# ---- rc_burst_sequencer ----
### src/rtl/rc_burst_sequencer.sv
// Word-at-a-time single/burst transfer sequencer between the UART
// gateway and the ring controller request/response pins.
module rc_burst_sequencer #(
  parameter int TIMEOUT_CYCLES = 1024,
  parameter int W_TIMEOUT = $clog2(TIMEOUT_CYCLES + 1)
) (
  input  logic        clk,
  input  logic        rstn,
  input  logic        start,
  input  logic        is_write,
  input  logic [31:0] base_addr,
  input  logic [31:0] word_count,
  input  logic        abort,
  input  logic [31:0] wr_word,
  input  logic        wr_word_valid,
  output logic        wr_word_ready,
  output logic [31:0] rd_word,
  output logic        rd_word_valid,
  input  logic        rd_word_ready,
  output logic [31:0] address,
  output logic [31:0] data_out,
  output logic        write_transfer_valid,
  input  logic        write_resp_valid,
  output logic        read_transfer_valid,
  input  logic        read_resp_valid,
  input  logic [31:0] data_in,
  output logic        busy,
  output logic        done,
  output logic        error,
  output logic [31:0] words_done
);

  typedef enum logic [3:0] {
    IDLE,
    WAIT_WDATA,
    ISSUE_WR,
    WAIT_WR_RESP,
    ISSUE_RD,
    WAIT_RD_RESP,
    PUSH_RDATA,
    DONE,
    ERROR
  } state_t;

  state_t state_q, state_d;

  logic [31:0]          base_q;
  logic [31:0]          count_q;
  logic [31:0]          index_q;
  logic [W_TIMEOUT-1:0] timer_q;

  logic load_cmd;
  logic advance;
  logic take_wr;
  logic take_rd;
  logic last;
  logic expired;

  assign last    = (index_q + 32'd1) == count_q;
  assign expired = timer_q == W_TIMEOUT'(TIMEOUT_CYCLES - 1);

  // abort overrides every other event, including a same-cycle response
  always_comb begin
    state_d  = state_q;
    load_cmd = 1'b0;
    advance  = 1'b0;
    take_wr  = 1'b0;
    take_rd  = 1'b0;
    if (abort && state_q != IDLE) begin
      state_d = IDLE;
    end else begin
      unique case (state_q)
        IDLE: begin
          if (start) begin
            load_cmd = 1'b1;
            if (word_count == 32'd0)
              state_d = DONE;
            else if (is_write)
              state_d = WAIT_WDATA;
            else
              state_d = ISSUE_RD;
          end
        end
        WAIT_WDATA: begin
          if (wr_word_valid) begin
            take_wr = 1'b1;
            state_d = ISSUE_WR;
          end
        end
        ISSUE_WR: state_d = WAIT_WR_RESP;
        WAIT_WR_RESP: begin
          if (write_resp_valid) begin
            advance = 1'b1;
            state_d = last ? DONE : WAIT_WDATA;
          end else if (expired) begin
            state_d = ERROR;
          end
        end
        ISSUE_RD: state_d = WAIT_RD_RESP;
        WAIT_RD_RESP: begin
          if (read_resp_valid) begin
            take_rd = 1'b1;
            state_d = PUSH_RDATA;
          end else if (expired) begin
            state_d = ERROR;
          end
        end
        PUSH_RDATA: begin
          if (rd_word_ready) begin
            advance = 1'b1;
            state_d = last ? DONE : ISSUE_RD;
          end
        end
        DONE:    state_d = IDLE;
        ERROR:   state_d = IDLE;
        default: state_d = IDLE;
      endcase
    end
  end

  always_ff @(posedge clk or negedge rstn) begin
    if (!rstn) begin
      state_q  <= IDLE;
      base_q   <= '0;
      count_q  <= '0;
      index_q  <= '0;
      timer_q  <= '0;
      data_out <= '0;
      rd_word  <= '0;
    end else begin
      state_q <= state_d;
      if (load_cmd) begin
        base_q  <= base_addr;
        count_q <= word_count;
        index_q <= '0;
      end
      if (advance)
        index_q <= index_q + 32'd1;
      if (take_wr)
        data_out <= wr_word;
      if (take_rd)
        rd_word <= data_in;
      if (state_q == ISSUE_WR || state_q == ISSUE_RD)
        timer_q <= '0;
      else if (state_q == WAIT_WR_RESP ||
               state_q == WAIT_RD_RESP)
        timer_q <= timer_q + 1'b1;
    end
  end

  // index and completed-word count advance together
  assign words_done = index_q;
  assign address    = base_q + {index_q[29:0], 2'b00};

  assign wr_word_ready        = state_q == WAIT_WDATA;
  assign write_transfer_valid = state_q == ISSUE_WR;
  assign read_transfer_valid  = state_q == ISSUE_RD;
  assign rd_word_valid        = state_q == PUSH_RDATA;
  assign busy                 = state_q != IDLE;
  assign done                 = state_q == DONE;
  assign error                = state_q == ERROR;

endmodule

### config.mk
export PLATFORM = sky130hd
export DESIGN_NAME = rc_burst_sequencer
export DESIGN_NICKNAME = d
export VERILOG_FILES = /design/src/rtl/rc_burst_sequencer.sv
export SDC_FILE = /design/constraint.sdc
export NUM_CORES = 1
export LEC_CHECK = 0
export ABC_AREA = 1
export CAP_MARGIN = 20
export CORE_AREA = 4 4 157 159
export DETAILED_ROUTE_END_ITERATION = 7
export DIE_AREA = 0 0 161 163
export PLACE_DENSITY = 0.8
export SLEW_MARGIN = 5
export SYNTH_ARGS = -nofsm -noshare
export SYNTH_HDL_FRONTEND = slang
export SYNTH_SLANG_ARGS = --single-unit
### constraint.sdc
create_clock -name clk -period 4.1 [get_ports clk]
set_input_delay 1.23 -clock clk [delete_from_list [all_inputs] [get_ports clk]]
set_output_delay 1.23 -clock clk [all_outputs]
set_load 0.03 [all_outputs]
### M1 wires, rc_burst_sequencer

Supply wires on this layer in gray.
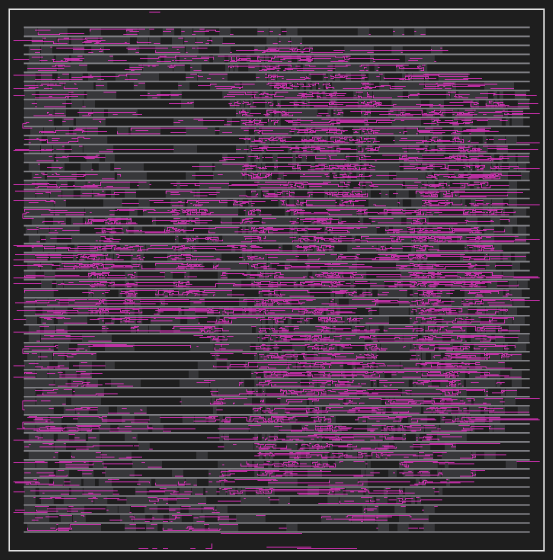
nets with wire on the layer: 1554
wire length on this layer: 13200 um
main direction: horizontal
share of all routed wire: 41%
longest straight run: 43.2 um

==> impl_metrics.ini <==
; synthesis and place-and-route metrics
[yosys]
aoi_share = 0.0956
synth_area_leader_cell = dfrtp_1
yosys_area_um2 = 10100
logic_family = simple AND/OR/NAND/NOR gates
ys_seq_share = 0.435
yosysUniqueCellTypes = 49
synthTopCellsByArea = dfrtp_1 44%, nand2_1 15%, mux2_2 7.2%, inv_1 5.0%, ha_1 3.9%

[min_path]
min_path_type = reg -> reg

[timing]
hold_viol = 0
finalWorstSetupSlack_ns = -0.0537
final.setup_skew_ns = 0.00995
setup_viol = 2
rsz0062_at_grt = yes
fin_crit_sh = 1.01
max_freq_ghz = 0.241
slew_headroom = 0.630

[layout]
nFillCells = 2090
instances_no_fill = 1884
num-clock-buffers = 18
layout.nets = 1721
diodes = 0
area_dominant_class = multi-input combinational cells
comb.multi_input.count = 919
seq_cell_count = 175

[route]
ant_nets = 0
dr_wl_met2_um = 14700
dr.pass1.iters = 8
routed_via_density = 5.16
dr_total_vias = 9718

[global_route]
track_usage = 0.240
grt.busiest_layer = met2
grtUsageMet3 = 0.0873
antenna_found_initial = 2
grt_overflow_total = 0

[critical_path]
reg2reg_to = state_q[1]
worstSetupStartpointType = flip-flop
cp-end-kind = primary output

[clock_tree]
cts.sinks = 175
postCtsHoldBufs = 0

[status]
outcome = finished with violations
violations = setup timing

[placement]
dp.cells = 1843
pre_cts_slack_ns = 0.218

[floorplanning]
chipArea_um2 = 26200
core.rowCount = 56
fp_util = 0.433
die_h_um = 163

[power_and_ir_drop]
seq_cell_power_uw = 2740
p_leak_uw = 0.00647
comb_power_share = 0.497
p_sw_uw = 3760

[job]
warnings = 28
==> layout by cell type, fill, tap and decap left out, drive strengths merged, types with 2 or more instances in the layout <==
cell,instances
nand2,396
clkdlybuf4s50,248
dfrtp,175
inv,148
nor2,110
nand3,78
o21ai,71
mux2,64
a21oi,47
buf,45
ha,31
o22ai,23
xor2,21
clkbuf,18
nand4,11
nor4,11
xnor2,10
nor3,10
dlygate4sd2,6
o211ai,5
a211oi,5
clkinv,5
a21o,4
a31oi,3
o21bai,3
a21boi,2
a221oi,2
and2,2
==> what timing repair did <==
item / 4_1_cts / 5_1_grt
setup endpoints to repair: 15 / 17
setup buffers: 2 / 7
pin swaps: 3 / 14
resized: 18 / 26
==> critical path: stages, from the launching register on <==
cell and delay [ns]:
dfrtp_1 0.36, ha_2 0.19, inv_2 0.04, fa_2 0.39, o21ai_4 0.20, nand3_2 0.11
nand3_2 0.09, or3b_4 0.37, o211ai_1 0.18, nand3_1 0.12, nand2_1 0.11, xor2_1 0.15
buf_4 0.18
==> flip-flops by register name, summed over array words and instances, names as in the netlist <==
signal	count
base_q	32
count_q	32
data_out	32
rd_word	32
state_q	4
timer_q	11
words_done	32

# ---- seq_fsm_tbl_prog_flat ----
**config.mk**
```make
export PLATFORM = sky130hd
export DESIGN_NAME = seq_fsm_tbl_prog_flat
export DESIGN_NICKNAME = d
export VERILOG_FILES = /design/src/rtl/seq_fsm_tbl_prog_if.sv /design/src/rtl/seq_fsm_tbl_prog.sv /design/src/flat_wrapper.sv
export SDC_FILE = /design/constraint.sdc
export NUM_CORES = 1
export LEC_CHECK = 0
export CAP_MARGIN = 20
export CELL_PAD_IN_SITES_DETAIL_PLACEMENT = 1
export CELL_PAD_IN_SITES_GLOBAL_PLACEMENT = 1
export CORE_MARGIN = 2
export CORE_UTILIZATION = 25
export CTS_CLUSTER_SIZE = 16
export DETAILED_ROUTE_END_ITERATION = 12
export GPL_ROUTABILITY_DRIVEN = 0
export GPL_TIMING_DRIVEN = 0
export HOLD_SLACK_MARGIN = 0.12
export PLACE_DENSITY_LB_ADDON = 0.1
export SLEW_MARGIN = 10
export SYNTH_ARGS = -nofsm -noshare
export SYNTH_HDL_FRONTEND = slang
export SYNTH_SLANG_ARGS = --single-unit
```
**constraint.sdc**
```tcl
create_clock -name clk -period 4.15 [get_ports clk]
set_input_delay 0.6225 -clock clk [delete_from_list [all_inputs] [get_ports clk]]
set_output_delay 0.6225 -clock clk [all_outputs]
set_load 0.01 [all_outputs]
```
**src/rtl/seq_fsm_tbl_prog_if.sv**
```systemverilog
// seq_fsm_tbl_prog_if: step, config and observation bundle
// for the table-programmable Moore FSM.
interface seq_fsm_tbl_prog_if #(
  parameter int NSTATES = 4,
  parameter int NIN     = 2,
  parameter int NOUT    = 1
);
  localparam int SW = $clog2(NSTATES);
  localparam int AW = SW + NIN;
  localparam int DW = (SW > NOUT) ? SW : NOUT;

  logic            en;
  logic [NIN-1:0]  in_;
  logic            cfg_val;
  logic            cfg_sel;
  logic [AW-1:0]   cfg_addr;
  logic [DW-1:0]   cfg_data;
  logic [SW-1:0]   state;
  logic [NOUT-1:0] out;
  logic            cfg_err;
`ifdef SEQ_FSM_TBL_PROG_TRANS_CNT_EN
  logic [15:0]     trans_count;
`endif

  modport master (
    output en, in_, cfg_val, cfg_sel,
    output cfg_addr, cfg_data,
`ifdef SEQ_FSM_TBL_PROG_TRANS_CNT_EN
    input  trans_count,
`endif
    input  state, out, cfg_err
  );

  modport slave (
    input  en, in_, cfg_val, cfg_sel,
    input  cfg_addr, cfg_data,
`ifdef SEQ_FSM_TBL_PROG_TRANS_CNT_EN
    output trans_count,
`endif
    output state, out, cfg_err
  );
endinterface

```
**src/rtl/seq_fsm_tbl_prog.sv**
```systemverilog
// seq_fsm_tbl_prog: runtime-programmable table-driven Moore FSM.
// Optional macro SEQ_FSM_TBL_PROG_TRANS_CNT_EN adds trans_count.
module seq_fsm_tbl_prog #(
  parameter int NSTATES = 4,
  parameter int NIN     = 2,
  parameter int NOUT    = 1
) (
  input logic               clk,
  input logic               reset,
  seq_fsm_tbl_prog_if.slave bus
);
  localparam int SW   = $clog2(NSTATES);
  localparam int AW   = SW + NIN;
  localparam int DW   = (SW > NOUT) ? SW : NOUT;
  localparam int NENT = NSTATES << NIN;
  localparam logic [SW:0] NS_L = (SW+1)'(NSTATES);

  logic [SW-1:0]   ns_tbl  [NENT];
  logic [NOUT-1:0] out_tbl [NSTATES];
  logic [SW-1:0]   state_q;
  logic [SW-1:0]   state_d;
  logic [AW-1:0]   rd_idx;
  logic            ns_ok;
  logic            out_ok;
  logic            ns_we;
  logic            out_we;
  logic            err_d;
  logic            err_q;
  logic            cfg_unused;

  // high data bits are don't-care for either table
  assign cfg_unused = ^bus.cfg_data;

  // range checks keep every stored state index below NSTATES
  always_comb begin
    ns_ok  = ({1'b0, bus.cfg_addr[AW-1:NIN]} < NS_L)
          && ({1'b0, bus.cfg_data[SW-1:0]} < NS_L);
    out_ok = ({1'b0, bus.cfg_addr[SW-1:0]} < NS_L)
          && (bus.cfg_addr[AW-1:SW] == '0);
    ns_we  = bus.cfg_val && !bus.cfg_sel && ns_ok;
    out_we = bus.cfg_val && bus.cfg_sel && out_ok;
    err_d  = bus.cfg_val
          && !(bus.cfg_sel ? out_ok : ns_ok);
  end

  // next state looks up the pre-write table entry
  always_comb begin
    rd_idx  = {state_q, bus.in_};
    state_d = state_q;
    if (bus.en) state_d = ns_tbl[rd_idx];
  end

  // state register
  always_ff @(posedge clk) begin
    if (reset) state_q <= '0;
    else       state_q <= state_d;
  end

  // next-state table, reset to hold-in-place
  always_ff @(posedge clk) begin
    if (reset) begin
      for (int k = 0; k < NENT; k++)
        ns_tbl[k] <= SW'(k >> NIN);
    end else if (ns_we) begin
      ns_tbl[bus.cfg_addr] <= bus.cfg_data[SW-1:0];
    end
  end

  // output table, reset to all zero
  always_ff @(posedge clk) begin
    if (reset) begin
      for (int k = 0; k < NSTATES; k++)
        out_tbl[k] <= '0;
    end else if (out_we) begin
      out_tbl[bus.cfg_addr[SW-1:0]] <=
        bus.cfg_data[NOUT-1:0];
    end
  end

  // one-cycle pulse for a rejected write
  always_ff @(posedge clk) begin
    if (reset) err_q <= 1'b0;
    else       err_q <= err_d;
  end

  assign bus.state   = state_q;
  assign bus.out     = out_tbl[state_q];
  assign bus.cfg_err = err_q;

`ifdef SEQ_FSM_TBL_PROG_TRANS_CNT_EN
  logic [15:0] cnt_q;

  // saturating count of real state changes
  always_ff @(posedge clk) begin
    if (reset)
      cnt_q <= '0;
    else if (state_d != state_q
             && cnt_q != 16'hFFFF)
      cnt_q <= cnt_q + 16'd1;
  end

  assign bus.trans_count = cnt_q;
`endif
endmodule

```
**src/flat_wrapper.sv**
```systemverilog
// flat-port wrapper written by rule: the top's interface ports become plain ports
module seq_fsm_tbl_prog_flat 
#(
  parameter int NSTATES = 4,
  parameter int NIN     = 2,
  parameter int NOUT    = 1
)
  (clk, reset, bus_en, bus_in_, bus_cfg_val, bus_cfg_sel, bus_cfg_addr, bus_cfg_data, bus_state, bus_out, bus_cfg_err);
  seq_fsm_tbl_prog_if #(.NSTATES(NSTATES), .NIN(NIN), .NOUT(NOUT)) bus_i ();
  input logic clk;
  input logic reset;
  input wire logic [$bits(bus_i.en)-1:0] bus_en;
  input wire logic [$bits(bus_i.in_)-1:0] bus_in_;
  input wire logic [$bits(bus_i.cfg_val)-1:0] bus_cfg_val;
  input wire logic [$bits(bus_i.cfg_sel)-1:0] bus_cfg_sel;
  input wire logic [$bits(bus_i.cfg_addr)-1:0] bus_cfg_addr;
  input wire logic [$bits(bus_i.cfg_data)-1:0] bus_cfg_data;
  output wire logic [$bits(bus_i.state)-1:0] bus_state;
  output wire logic [$bits(bus_i.out)-1:0] bus_out;
  output wire logic [$bits(bus_i.cfg_err)-1:0] bus_cfg_err;
  assign bus_i.en = bus_en;
  assign bus_i.in_ = bus_in_;
  assign bus_i.cfg_val = bus_cfg_val;
  assign bus_i.cfg_sel = bus_cfg_sel;
  assign bus_i.cfg_addr = bus_cfg_addr;
  assign bus_i.cfg_data = bus_cfg_data;
  assign bus_state = bus_i.state;
  assign bus_out = bus_i.out;
  assign bus_cfg_err = bus_i.cfg_err;
  seq_fsm_tbl_prog #(.NSTATES(NSTATES), .NIN(NIN), .NOUT(NOUT)) u_core (.clk(clk), .reset(reset), .bus(bus_i));
endmodule
```
==> impl_metrics.ini <==
; synthesis and place-and-route metrics
[global_route]
grt_pass1_wl_um = 7940
grt_pass1_vias = 1386

[status]
outcome = complete, no violations

[yosys]
synthMuxAreaShare = 0.109
synthTopCellsByArea = edfxtp_1 53%, mux4_2 9.9%, a21o_1 5.5%, and3_1 5.2%, nand3b_1 3.3%
fp_nets = 166
ys_ff = 39
yosysUniqueCellTypes = 30

[layout]
instances_no_fill = 274
inverters = 1
layout.nonclk_buf_frac = 0.0749
nFillCells = 850

[placement]
dp.cells = 266

[power_and_ir_drop]
comb_power_share = 0.125
powerDensity_nw_per_um2 = 353
internal_power_uw = 636

[timing]
min_period_ns = 2.49
final.setup_skew_ns = 0.00320
finalSetupTns_ns = 0
finalMaxSlewViolations = 0
fin_crit_sh = 0.599

[route]
drt-met1-wl_um = 2370
ant_nets = 0

[critical_path]
crit_fanout = 7
cp_top_family = multiplexers

[clock_tree]
cts.sinks = 39
clk_pin_slew_ns = 0.08
postCtsHoldBufs = 0

[floorplanning]
die_x_um = 94.4
nWellTaps = 102
## how the worst max path moves through the flow
stage / from / end / slack, ns / depth (start not counted)
final: u_core.bus.state[0] / bus_out / 1.66 / 2
after global routing: u_core.bus.state[0] / bus_out / 1.59 / 2
after CTS: u_core.bus.state[0] / bus_out / 1.63 / 2
after detailed placement: bus_cfg_val / u_core.ns_tbl[0][0] / 1.69 / 4
after global placement: bus_cfg_val / u_core.ns_tbl[8][0] / 1.74 / 4
after floorplan: reset / u_core.ns_tbl[0][0] / 2.29 / 4
## cells in the final DEF (no fill, tap or decap)
cell type        count
nand2b_1             7
clkbuf_1            10
nor2_1               4
nor4bb_1             1
o21bai_1             4
or3b_4               1
o32ai_1              2
buf_6                1
clkbuf_2             1
nor3_1               1
nand3b_1             9
nor3b_2              1
a21o_1              15
nand3_1              1
clkdlybuf4s50_1     11
or3_1                8
edfxtp_1            36
buf_4                1
nor3_4               1
o22ai_1              2
nor2b_1              4
buf_2                2
and4bb_2             1
nand2_1              6
dfxtp_1              3
nor2_4               2
and3_1              17
mux4_2               9
inv_1                1
mux2i_1              2
clkinv_2             1
a31o_2               1
clkbuf_8             6
### Sequential cells grouped by signal name, seq_fsm_tbl_prog_flat

Other sequential cells in the stronger gray, the rest of the logic in the fainter gray.
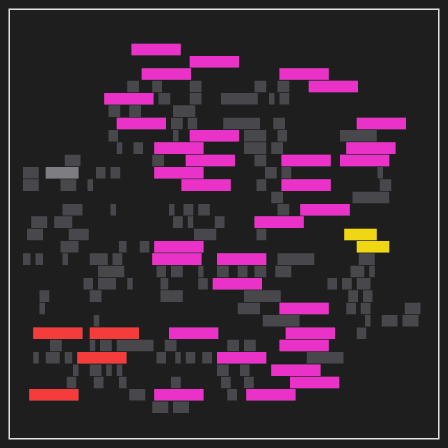
[red] u_core.out_tbl | placed flops: 4 | where: south-west
[yellow] u_core.bus.state | placed flops: 2
[magenta] u_core.ns_tbl | placed flops: 32
register area: 1140 um^2
flop share of the area: 0.481
Core Util, Final: 0.304
Seq power: 464 uW

### Nets reached from selected ports, seq_fsm_tbl_prog_flat

Bar = 20 um.
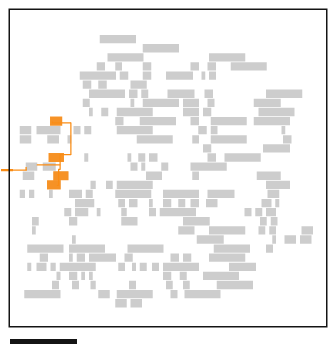
[orange] bus_cfg_sel | direction: input | edge: west | end cells: 4 | buffers: 1 | wire: 40.8 um


# ---- game_fsm ----
### Routing congestion map, game_fsm

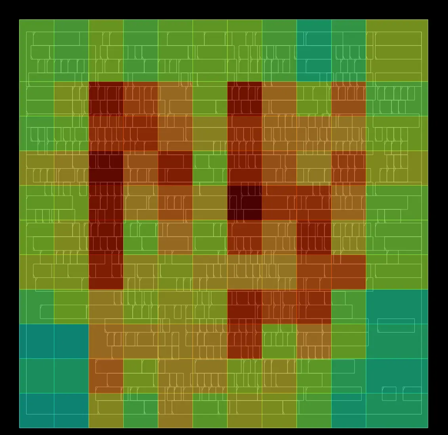
### Nets reached from selected ports, game_fsm

Bar = 20 um.
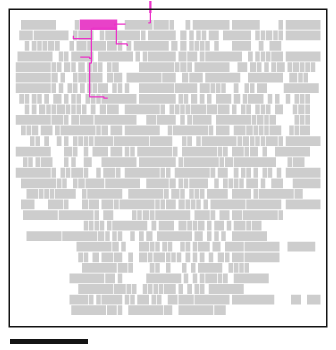
**src/rtl/game_fsm.sv**
```systemverilog
// Console game-state controller: three button debouncers, press edge detection
// and the IDLE/PLAY/PAUSE/OVER/RESTART state machine driving stateGame.
module game_fsm #(
  parameter int unsigned         INTERVAL       = 20,
  parameter logic [INTERVAL-1:0] COUNTER_LIMITE = 20'hFFFFF
) (
  input  logic       clk,
  input  logic       reset,
  input  logic       resetFSM,
  input  logic       startGame,
  input  logic       pauseGame,
  input  logic       dead,
  output logic [2:0] stateGame,
  output logic       btn_reset,
  output logic       btn_start,
  output logic       btn_pause
);

  localparam int unsigned NumBtn   = 3;
  localparam int unsigned BtnReset = 0;
  localparam int unsigned BtnStart = 1;
  localparam int unsigned BtnPause = 2;

  typedef enum logic [2:0] {
    StIdle    = 3'd0,
    StPlay    = 3'd1,
    StPause   = 3'd2,
    StOver    = 3'd3,
    StRestart = 3'd4
  } state_e;

  logic [NumBtn-1:0]   raw;
  logic [NumBtn-1:0]   sync1_q, sync2_q;
  logic [NumBtn-1:0]   btn_q, btn_d;
  logic [NumBtn-1:0]   btn_prev_q;
  logic [NumBtn-1:0]   press;
  logic [INTERVAL-1:0] count_q [NumBtn];
  logic [INTERVAL-1:0] count_d [NumBtn];
  state_e              state_q, state_d;

  assign raw = {pauseGame, startGame, resetFSM};

  // Debounce next state: count cycles the synchronized input disagrees with the
  // accepted level; accept it once the count has reached the limit.
  always_comb begin
    for (int i = 0; i < NumBtn; i++) begin
      btn_d[i]   = btn_q[i];
      count_d[i] = '0;
      if (sync2_q[i] != btn_q[i]) begin
        if (count_q[i] == COUNTER_LIMITE) begin
          btn_d[i] = sync2_q[i];
        end else begin
          count_d[i] = count_q[i] + 1'b1;
        end
      end
    end
  end

  // Synchronizers, debounce counters, accepted levels and edge-detect history.
  always_ff @(posedge clk or negedge reset) begin
    if (!reset) begin
      sync1_q    <= '0;
      sync2_q    <= '0;
      btn_q      <= '0;
      btn_prev_q <= '0;
      for (int i = 0; i < NumBtn; i++) begin
        count_q[i] <= '0;
      end
    end else begin
      sync1_q    <= raw;
      sync2_q    <= sync1_q;
      btn_q      <= btn_d;
      btn_prev_q <= btn_q;
      for (int i = 0; i < NumBtn; i++) begin
        count_q[i] <= count_d[i];
      end
    end
  end

  // One-cycle press pulse on each rising edge of an accepted level.
  assign press = btn_q & ~btn_prev_q;

  // Next-state logic; the if-chains encode reset press > dead > pause > start.
  always_comb begin
    state_d = state_q;
    case (state_q)
      StIdle: begin
        if (press[BtnReset]) begin
          state_d = StRestart;
        end else if (press[BtnStart]) begin
          state_d = StPlay;
        end
      end
      StPlay: begin
        if (press[BtnReset]) begin
          state_d = StRestart;
        end else if (dead) begin
          state_d = StOver;
        end else if (press[BtnPause]) begin
          state_d = StPause;
        end
      end
      StPause: begin
        if (press[BtnReset]) begin
          state_d = StRestart;
        end else if (press[BtnPause] || press[BtnStart]) begin
          state_d = StPlay;
        end
      end
      StOver: begin
        if (press[BtnReset]) begin
          state_d = StRestart;
        end else if (press[BtnStart]) begin
          state_d = StPlay;
        end
      end
      StRestart: state_d = StIdle;
      // Unused codes recover to IDLE.
      default:   state_d = StIdle;
    endcase
  end

  // Game state register.
  always_ff @(posedge clk or negedge reset) begin
    if (!reset) begin
      state_q <= StIdle;
    end else begin
      state_q <= state_d;
    end
  end

  assign stateGame = state_q;
  assign btn_reset = btn_q[BtnReset];
  assign btn_start = btn_q[BtnStart];
  assign btn_pause = btn_q[BtnPause];

endmodule

```
**config.mk**
```make
export PLATFORM = sky130hd
export DESIGN_NAME = game_fsm
export DESIGN_NICKNAME = d
export VERILOG_FILES = /design/src/rtl/game_fsm.sv
export SDC_FILE = /design/constraint.sdc
export NUM_CORES = 1
export LEC_CHECK = 0
export ABC_AREA = 1
export CAP_MARGIN = 0
export CORE_UTILIZATION = 61
export CTS_CLUSTER_DIAMETER = 120
export DETAILED_ROUTE_END_ITERATION = 8
export GPL_ROUTABILITY_DRIVEN = 0
export PLACE_DENSITY = 0.84
export SLEW_MARGIN = 20
export SYNTH_ARGS = -nofsm -noshare
export SYNTH_HDL_FRONTEND = slang
export SYNTH_SLANG_ARGS = --single-unit
```
**constraint.sdc**
```tcl
create_clock -name clk -period 1.6 [get_ports clk]
set_input_delay 0.4 -clock clk [delete_from_list [all_inputs] [get_ports clk]]
set_output_delay 0.4 -clock clk [all_outputs]
set_load 0.1 [all_outputs]
```
==> impl_metrics.ini <==
; synthesis and place-and-route metrics
[status]
outcome = complete, no violations

[layout]
num-clock-buffers = 11
seqCellArea_um2 = 1880
sh_seq_area = 0.416
drive_gt1_frac = 0.141
inverters = 57
areaGrowthSynthToFinish_pct = 18.0
layout.nets = 530
fin_area_um2 = 4530

[yosys]
async_flop_share = 1.00
edf_count = 0
ys_seq_share = 0.489
top_area_frac = 0.489
synthTopCellsByArea = dfrtp_1 49%, nand2_1 13%, nor2_1 11%, inv_1 5.4%, xor2_1 4.8%
synthCells = 488
yosys_cells = 488

[clock_tree]
clk_path_buf_depth = 2
htree_levels = 3
cts_root_buffer = clkbuf_8

[floorplanning]
die_x_um = 81.3
fp_util = 0.641
chipArea_um2 = 6610

[critical_path]
crit_arrival_ns = 1.80
cp.depth = 8
reg2reg_to = count_q[56]

[global_route]
grt_pass1_wl_um = 12600
antenna_found_initial = 0
grt_overflow_total = 0
grt_max_degree = 27
track_usage = 0.258

[route]
routed_via_density = 5.11
drc = 0
dr_total_vias = 3073

[timing]
hold_ws_ns = 0.355
finalWorstSetupSlack_ns = 0.0858

[placement]
postPlaceCellArea_um2 = 4180

[power_and_ir_drop]
powerDensity_nw_per_um2 = 852

[min_path]
min_path_type = reg -> reg
Notes on 'Routing congestion map' of game_fsm above:
Core Util, Final: 0.756
M1 GR Usage: 0.315
routed wire length per instance: 13.0 um

Notes on 'Nets reached from selected ports' of game_fsm above:
[magenta] btn_reset | direction: output | edge: north | end cells: 1 | buffers: 1 | wire: 51.9 um
IO buf count: 11
top-level I/O count: 12

## power breakdown
group | internal [uW] | switching (uW)
logic | 58.2 | 92.8
registers | 1920 | 19.9
clock network | 1070 | 696
total | 3050 | 808
## Yosys cell counts, types with 6 or more instances
library cell	n
o21bai_1	7
nand2_2	6
xor2_1	21
dfrtp_1	75
nand2_1	130
nor2_1	109
nor2_2	9
xnor2_1	13
inv_1	55
nand3_1	30
nand4_1	8
## layer usage
metal / part of all wire / GRT usage
met1: 0.45 / 0.315
met2: 0.49 / 0.430
met3: 0.042 / 0.0506
met4: 0.020 / 0.139
met5: 0 / 0
## cells by family after synthesis
group	Yosys count	share of synthesized area
XOR/XNOR	34	0.0776
AND-OR/OR-AND	9	0.0163
flip-flops	75	0.489
buffers and inverters	60	0.0645
AND/OR/NAND/NOR	307	0.343
adder cells (fa/ha/maj)	3	0.00978
## repair_timing
item,in CTS,in global routing
pin swaps,0,3
endpoints found under the hold margin,19,0
buffers inserted,0,3
setup endpoints to repair,9,41
hold buffers,1,0
gates resized,1,17
gates cloned,0,1
## flip-flops by register name (all words and copies together) (netlist names)
name,cells
btn_q,3
btn_prev_q,3
sync1_q,3
count_q,60
sync2_q,3
stateGame,3

# ---- seq_right_shifter32 ----
**config.mk**
```make
export PLATFORM = sky130hd
export DESIGN_NAME = seq_right_shifter32
export DESIGN_NICKNAME = d
export VERILOG_FILES = /design/src/rtl/seq_right_shifter32.sv
export SDC_FILE = /design/constraint.sdc
export NUM_CORES = 1
export LEC_CHECK = 0
export CORE_MARGIN = 8
export CORE_UTILIZATION = 47
export CTS_BUF_LIST = sky130_fd_sc_hd__clkbuf_8
export CTS_CLUSTER_SIZE = 25
export DETAILED_ROUTE_END_ITERATION = 12
export GPL_TIMING_DRIVEN = 0
export PLACE_DENSITY = 0.89
export SLEW_MARGIN = 10
export SYNTH_ARGS = -nofsm -noshare
export SYNTH_HDL_FRONTEND = slang
export SYNTH_SLANG_ARGS = --single-unit
```
**constraint.sdc**
```tcl
create_clock -name Clk -period 2.6 [get_ports Clk]
set_input_delay 0.65 -clock Clk [delete_from_list [all_inputs] [get_ports Clk]]
set_output_delay 0.65 -clock Clk [all_outputs]
set_load 0.005 [all_outputs]
```
**src/rtl/seq_right_shifter32.sv**
```systemverilog
// Multi-cycle right shifter: one bit position per enabled clock, logical or arithmetic.
// A Start in IDLE loads the operand, the shift count and the fill mode. The shifter then
// steps through SHIFT and spends one cycle in DONE. The result register keeps its value
// until the next accepted Start.
module seq_right_shifter32 #(
  parameter int unsigned WIDTH = 32,
  parameter int unsigned SHW   = 5
) (
  input  logic             Clk,
  input  logic             Reset,
  input  logic [WIDTH-1:0] In1,
  input  logic [WIDTH-1:0] In2,
  input  logic             Arith,
  input  logic             Start,
  input  logic             Enable,
  output logic             Busy,
  output logic             Done,
  output logic [WIDTH-1:0] Out
);

  typedef enum logic [1:0] {
    StIdle,
    StShift,
    StDone
  } state_e;

  state_e           r_state;
  state_e           w_state_next;
  logic [WIDTH-1:0] r_result;
  logic [WIDTH-1:0] w_result_next;
  logic [SHW-1:0]   r_count;
  logic [SHW-1:0]   w_count_next;
  logic             r_arith;
  logic             w_arith_next;
  logic             w_fill;

  // Only the low SHW bits of the shift amount matter; the upper bits are deliberately dropped.
  logic w_unused;
  assign w_unused = ^In2[WIDTH-1:SHW];

  // Bit shifted in at the top: a copy of the sign in arithmetic mode, otherwise zero.
  assign w_fill = r_arith & r_result[WIDTH-1];

  // Next-state logic. Every register holds its value while Enable is low.
  always_comb begin
    w_state_next  = r_state;
    w_result_next = r_result;
    w_count_next  = r_count;
    w_arith_next  = r_arith;
    if (Enable) begin
      unique case (r_state)
        StIdle: begin
          if (Start) begin
            w_result_next = In1;
            w_count_next  = In2[SHW-1:0];
            w_arith_next  = Arith;
            w_state_next  = (In2[SHW-1:0] != '0) ? StShift : StDone;
          end
        end
        StShift: begin
          w_result_next = {w_fill, r_result[WIDTH-1:1]};
          w_count_next  = r_count - SHW'(1);
          if (r_count == SHW'(1)) begin
            w_state_next = StDone;
          end
        end
        StDone: begin
          // Start is ignored here; the first IDLE cycle is the earliest new accept.
          w_state_next = StIdle;
        end
        default: begin
          w_state_next = StIdle;
        end
      endcase
    end
  end

  // State and datapath registers. An asynchronous reset aborts any operation in flight.
  always_ff @(posedge Clk or posedge Reset) begin
    if (Reset) begin
      r_state  <= StIdle;
      r_result <= '0;
      r_count  <= '0;
      r_arith  <= 1'b0;
    end else begin
      r_state  <= w_state_next;
      r_result <= w_result_next;
      r_count  <= w_count_next;
      r_arith  <= w_arith_next;
    end
  end

  // Status decodes from state. The result is forced to zero whenever Enable is low.
  always_comb begin
    Busy = (r_state != StIdle);
    Done = (r_state == StDone);
    Out  = r_result & {WIDTH{Enable}};
  end

endmodule

```
### Nets reached from selected ports, seq_right_shifter32

Bar = 20 um.
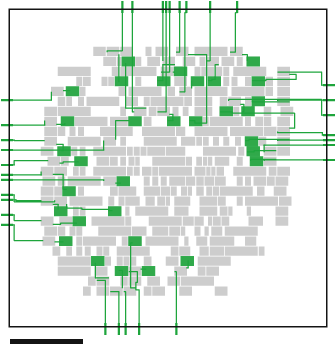
[green] In1 | direction: input | edge: 11 west, 9 north, 7 east, 5 south | end cells: 32 | buffers: 32 | wire: 761 um

==> impl_metrics.ini <==
; synthesis and place-and-route metrics
[job]
warnings = 54

[layout]
layout_top_cells = 74 x clkdlybuf4s50_1, 48 x o21ai_0, 40 x dfrtp_1
diodes = 0
nFillCells = 379

[yosys]
syn_area_per_cell_um2 = 9.78
fp_nets = 307
top_cells_by_count = 48 x o21ai_0, 40 x dfrtp_1, 32 x and2_1
top_area_frac = 0.434
synth_area_leader_cell = dfrtp_1
ff_type = dfrtp_1
async_flop_share = 1.00

[timing]
max_freq_ghz = 0.401
finalWorstSetupSlack_ns = 0.105
worst_pin_slew_ns = 0.455
finalMaxSlewViolations = 0
final.setup_skew_ns = 0.00596
finalSetupTns_ns = 0
hold_ws_ns = 0.505
rsz0062_at_grt = no
fin_crit_sh = 0.959

[global_route]
grt_overflow_total = 0
grt_pass1_vias = 2256
use_met2 = 0.303
grtUsageMet3 = 0.0669
grt.busiest_layer = met2
antenna_found_initial = 0

[clock_tree]
postCtsHoldBufs = 0
clk_pin_slew_ns = 0.08
clock_latency_ns = 0.29
cts_setup_buffers = 0
cts.sinks = 40
cts_repair_resize_count = 8

[status]
outcome = complete, no violations

[critical_path]
critical_path_class = in -> out
crit_fanout = 10
cp_top_family = buffers and inverters
worst_r2r_path_depth = 5
cp_slowest_cell = clkdlybuf4s50_1
crit_arrival_ns = 1.84
r2r_start = r_count[0]
worstSetupStartpointType = primary input
cp-end-kind = primary output

[route]
drt_iter0_drc = 149
ant_nets = 0
dr_total_vias = 2131
routed.top_layer = met4

[placement]
dp.cells = 379
place.gp.congestion = 0.908

[floorplanning]
fp_util = 0.489
coreArea_um2 = 4720
chipArea_um2 = 7410
ios = 103

[min_path]
hold_depth = 1
hp-start = r_arith

[power_and_ir_drop]
swShare = 0.371
### M1 wires, seq_right_shifter32

Supply wires on this layer in gray.
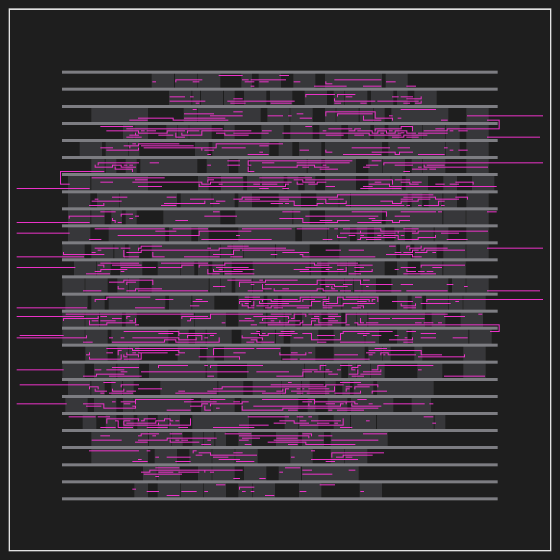
share of all routed wire: 42%
longest straight run: 25.3 um
wire length on this layer: 2750 um
nets with wire on the layer: 310
main direction: horizontal
WL final: 6530 um
M1 GR Usage: 0.223

## final cells by class
| type | instances | area [um^2] | area share |
|---|---|---|---|
| Tap cell | 67 | 83.8 | 0.0256 |
| Buffer | 19 | 133 | 0.0405 |
| Clock buffer | 7 | 96.3 | 0.0294 |
| Timing Repair Buffer | 76 | 779 | 0.238 |
| Sequential cell | 40 | 1000 | 0.305 |
| Inverter | 6 | 22.5 | 0.00687 |
| Multi-Input combinational cell | 171 | 1160 | 0.354 |
## power by group through the flow
stage | Combinational [uW] | Sequential (uW) | Clock (uW)
final | 1620 | 1150 | 447
after global routing | 1770 | 1190 | 486
after CTS | 1630 | 1140 | 452
after detailed placement | 1620 | 1150 | 0
after global placement | 1560 | 1130 | 0
after floorplan | 1050 | 1070 | 0
## sequential cells by signal (all words and copies together) (netlist names)
signal	count
r_result	32
r_count	5
r_state	2
r_arith	1
## kinds of logic (layout without fill, tap and decap cells)
logic type,after synthesis,count (layout),share of synthesized area
compound gates,84,84,0.202
flops,40,40,0.434
simple gates,53,53,0.151
mux,32,32,0.139
fa+ha+maj,2,2,0.0108
buf+inv,25,108,0.0634


==> layout pictures side by side <==
The metal 2 layer.
shot_01.png
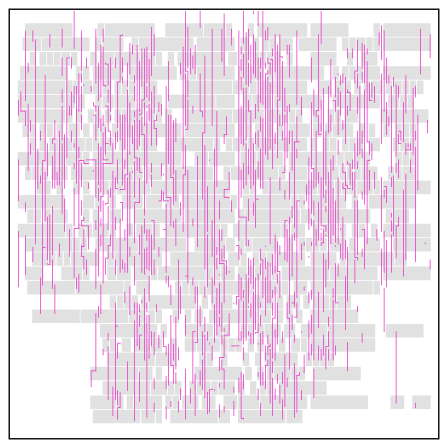
shot_02.png
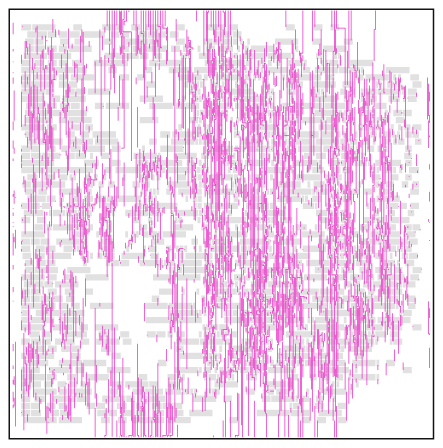
shot_03.png
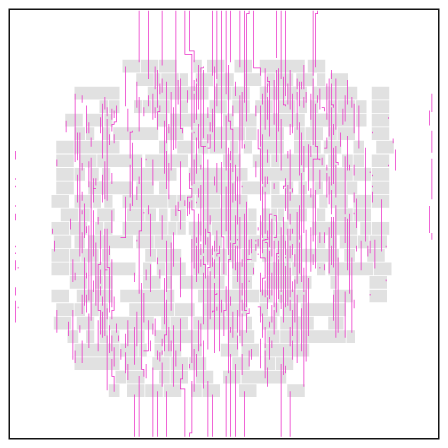
shot_04.png
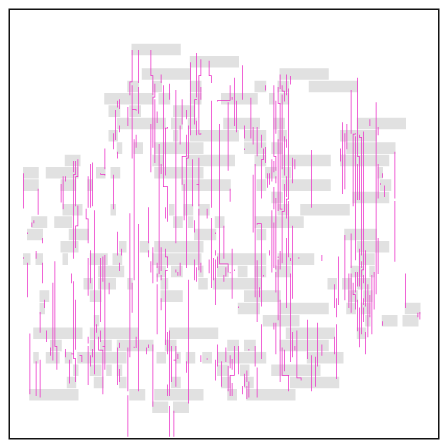
| picture | from |
|---|---|
| shot_03.png | seq_right_shifter32 |
| shot_02.png | rc_burst_sequencer |
| shot_01.png | game_fsm |
| shot_04.png | seq_fsm_tbl_prog_flat |

Power figures rest on the tool's default switching activity, not on a simulated workload.
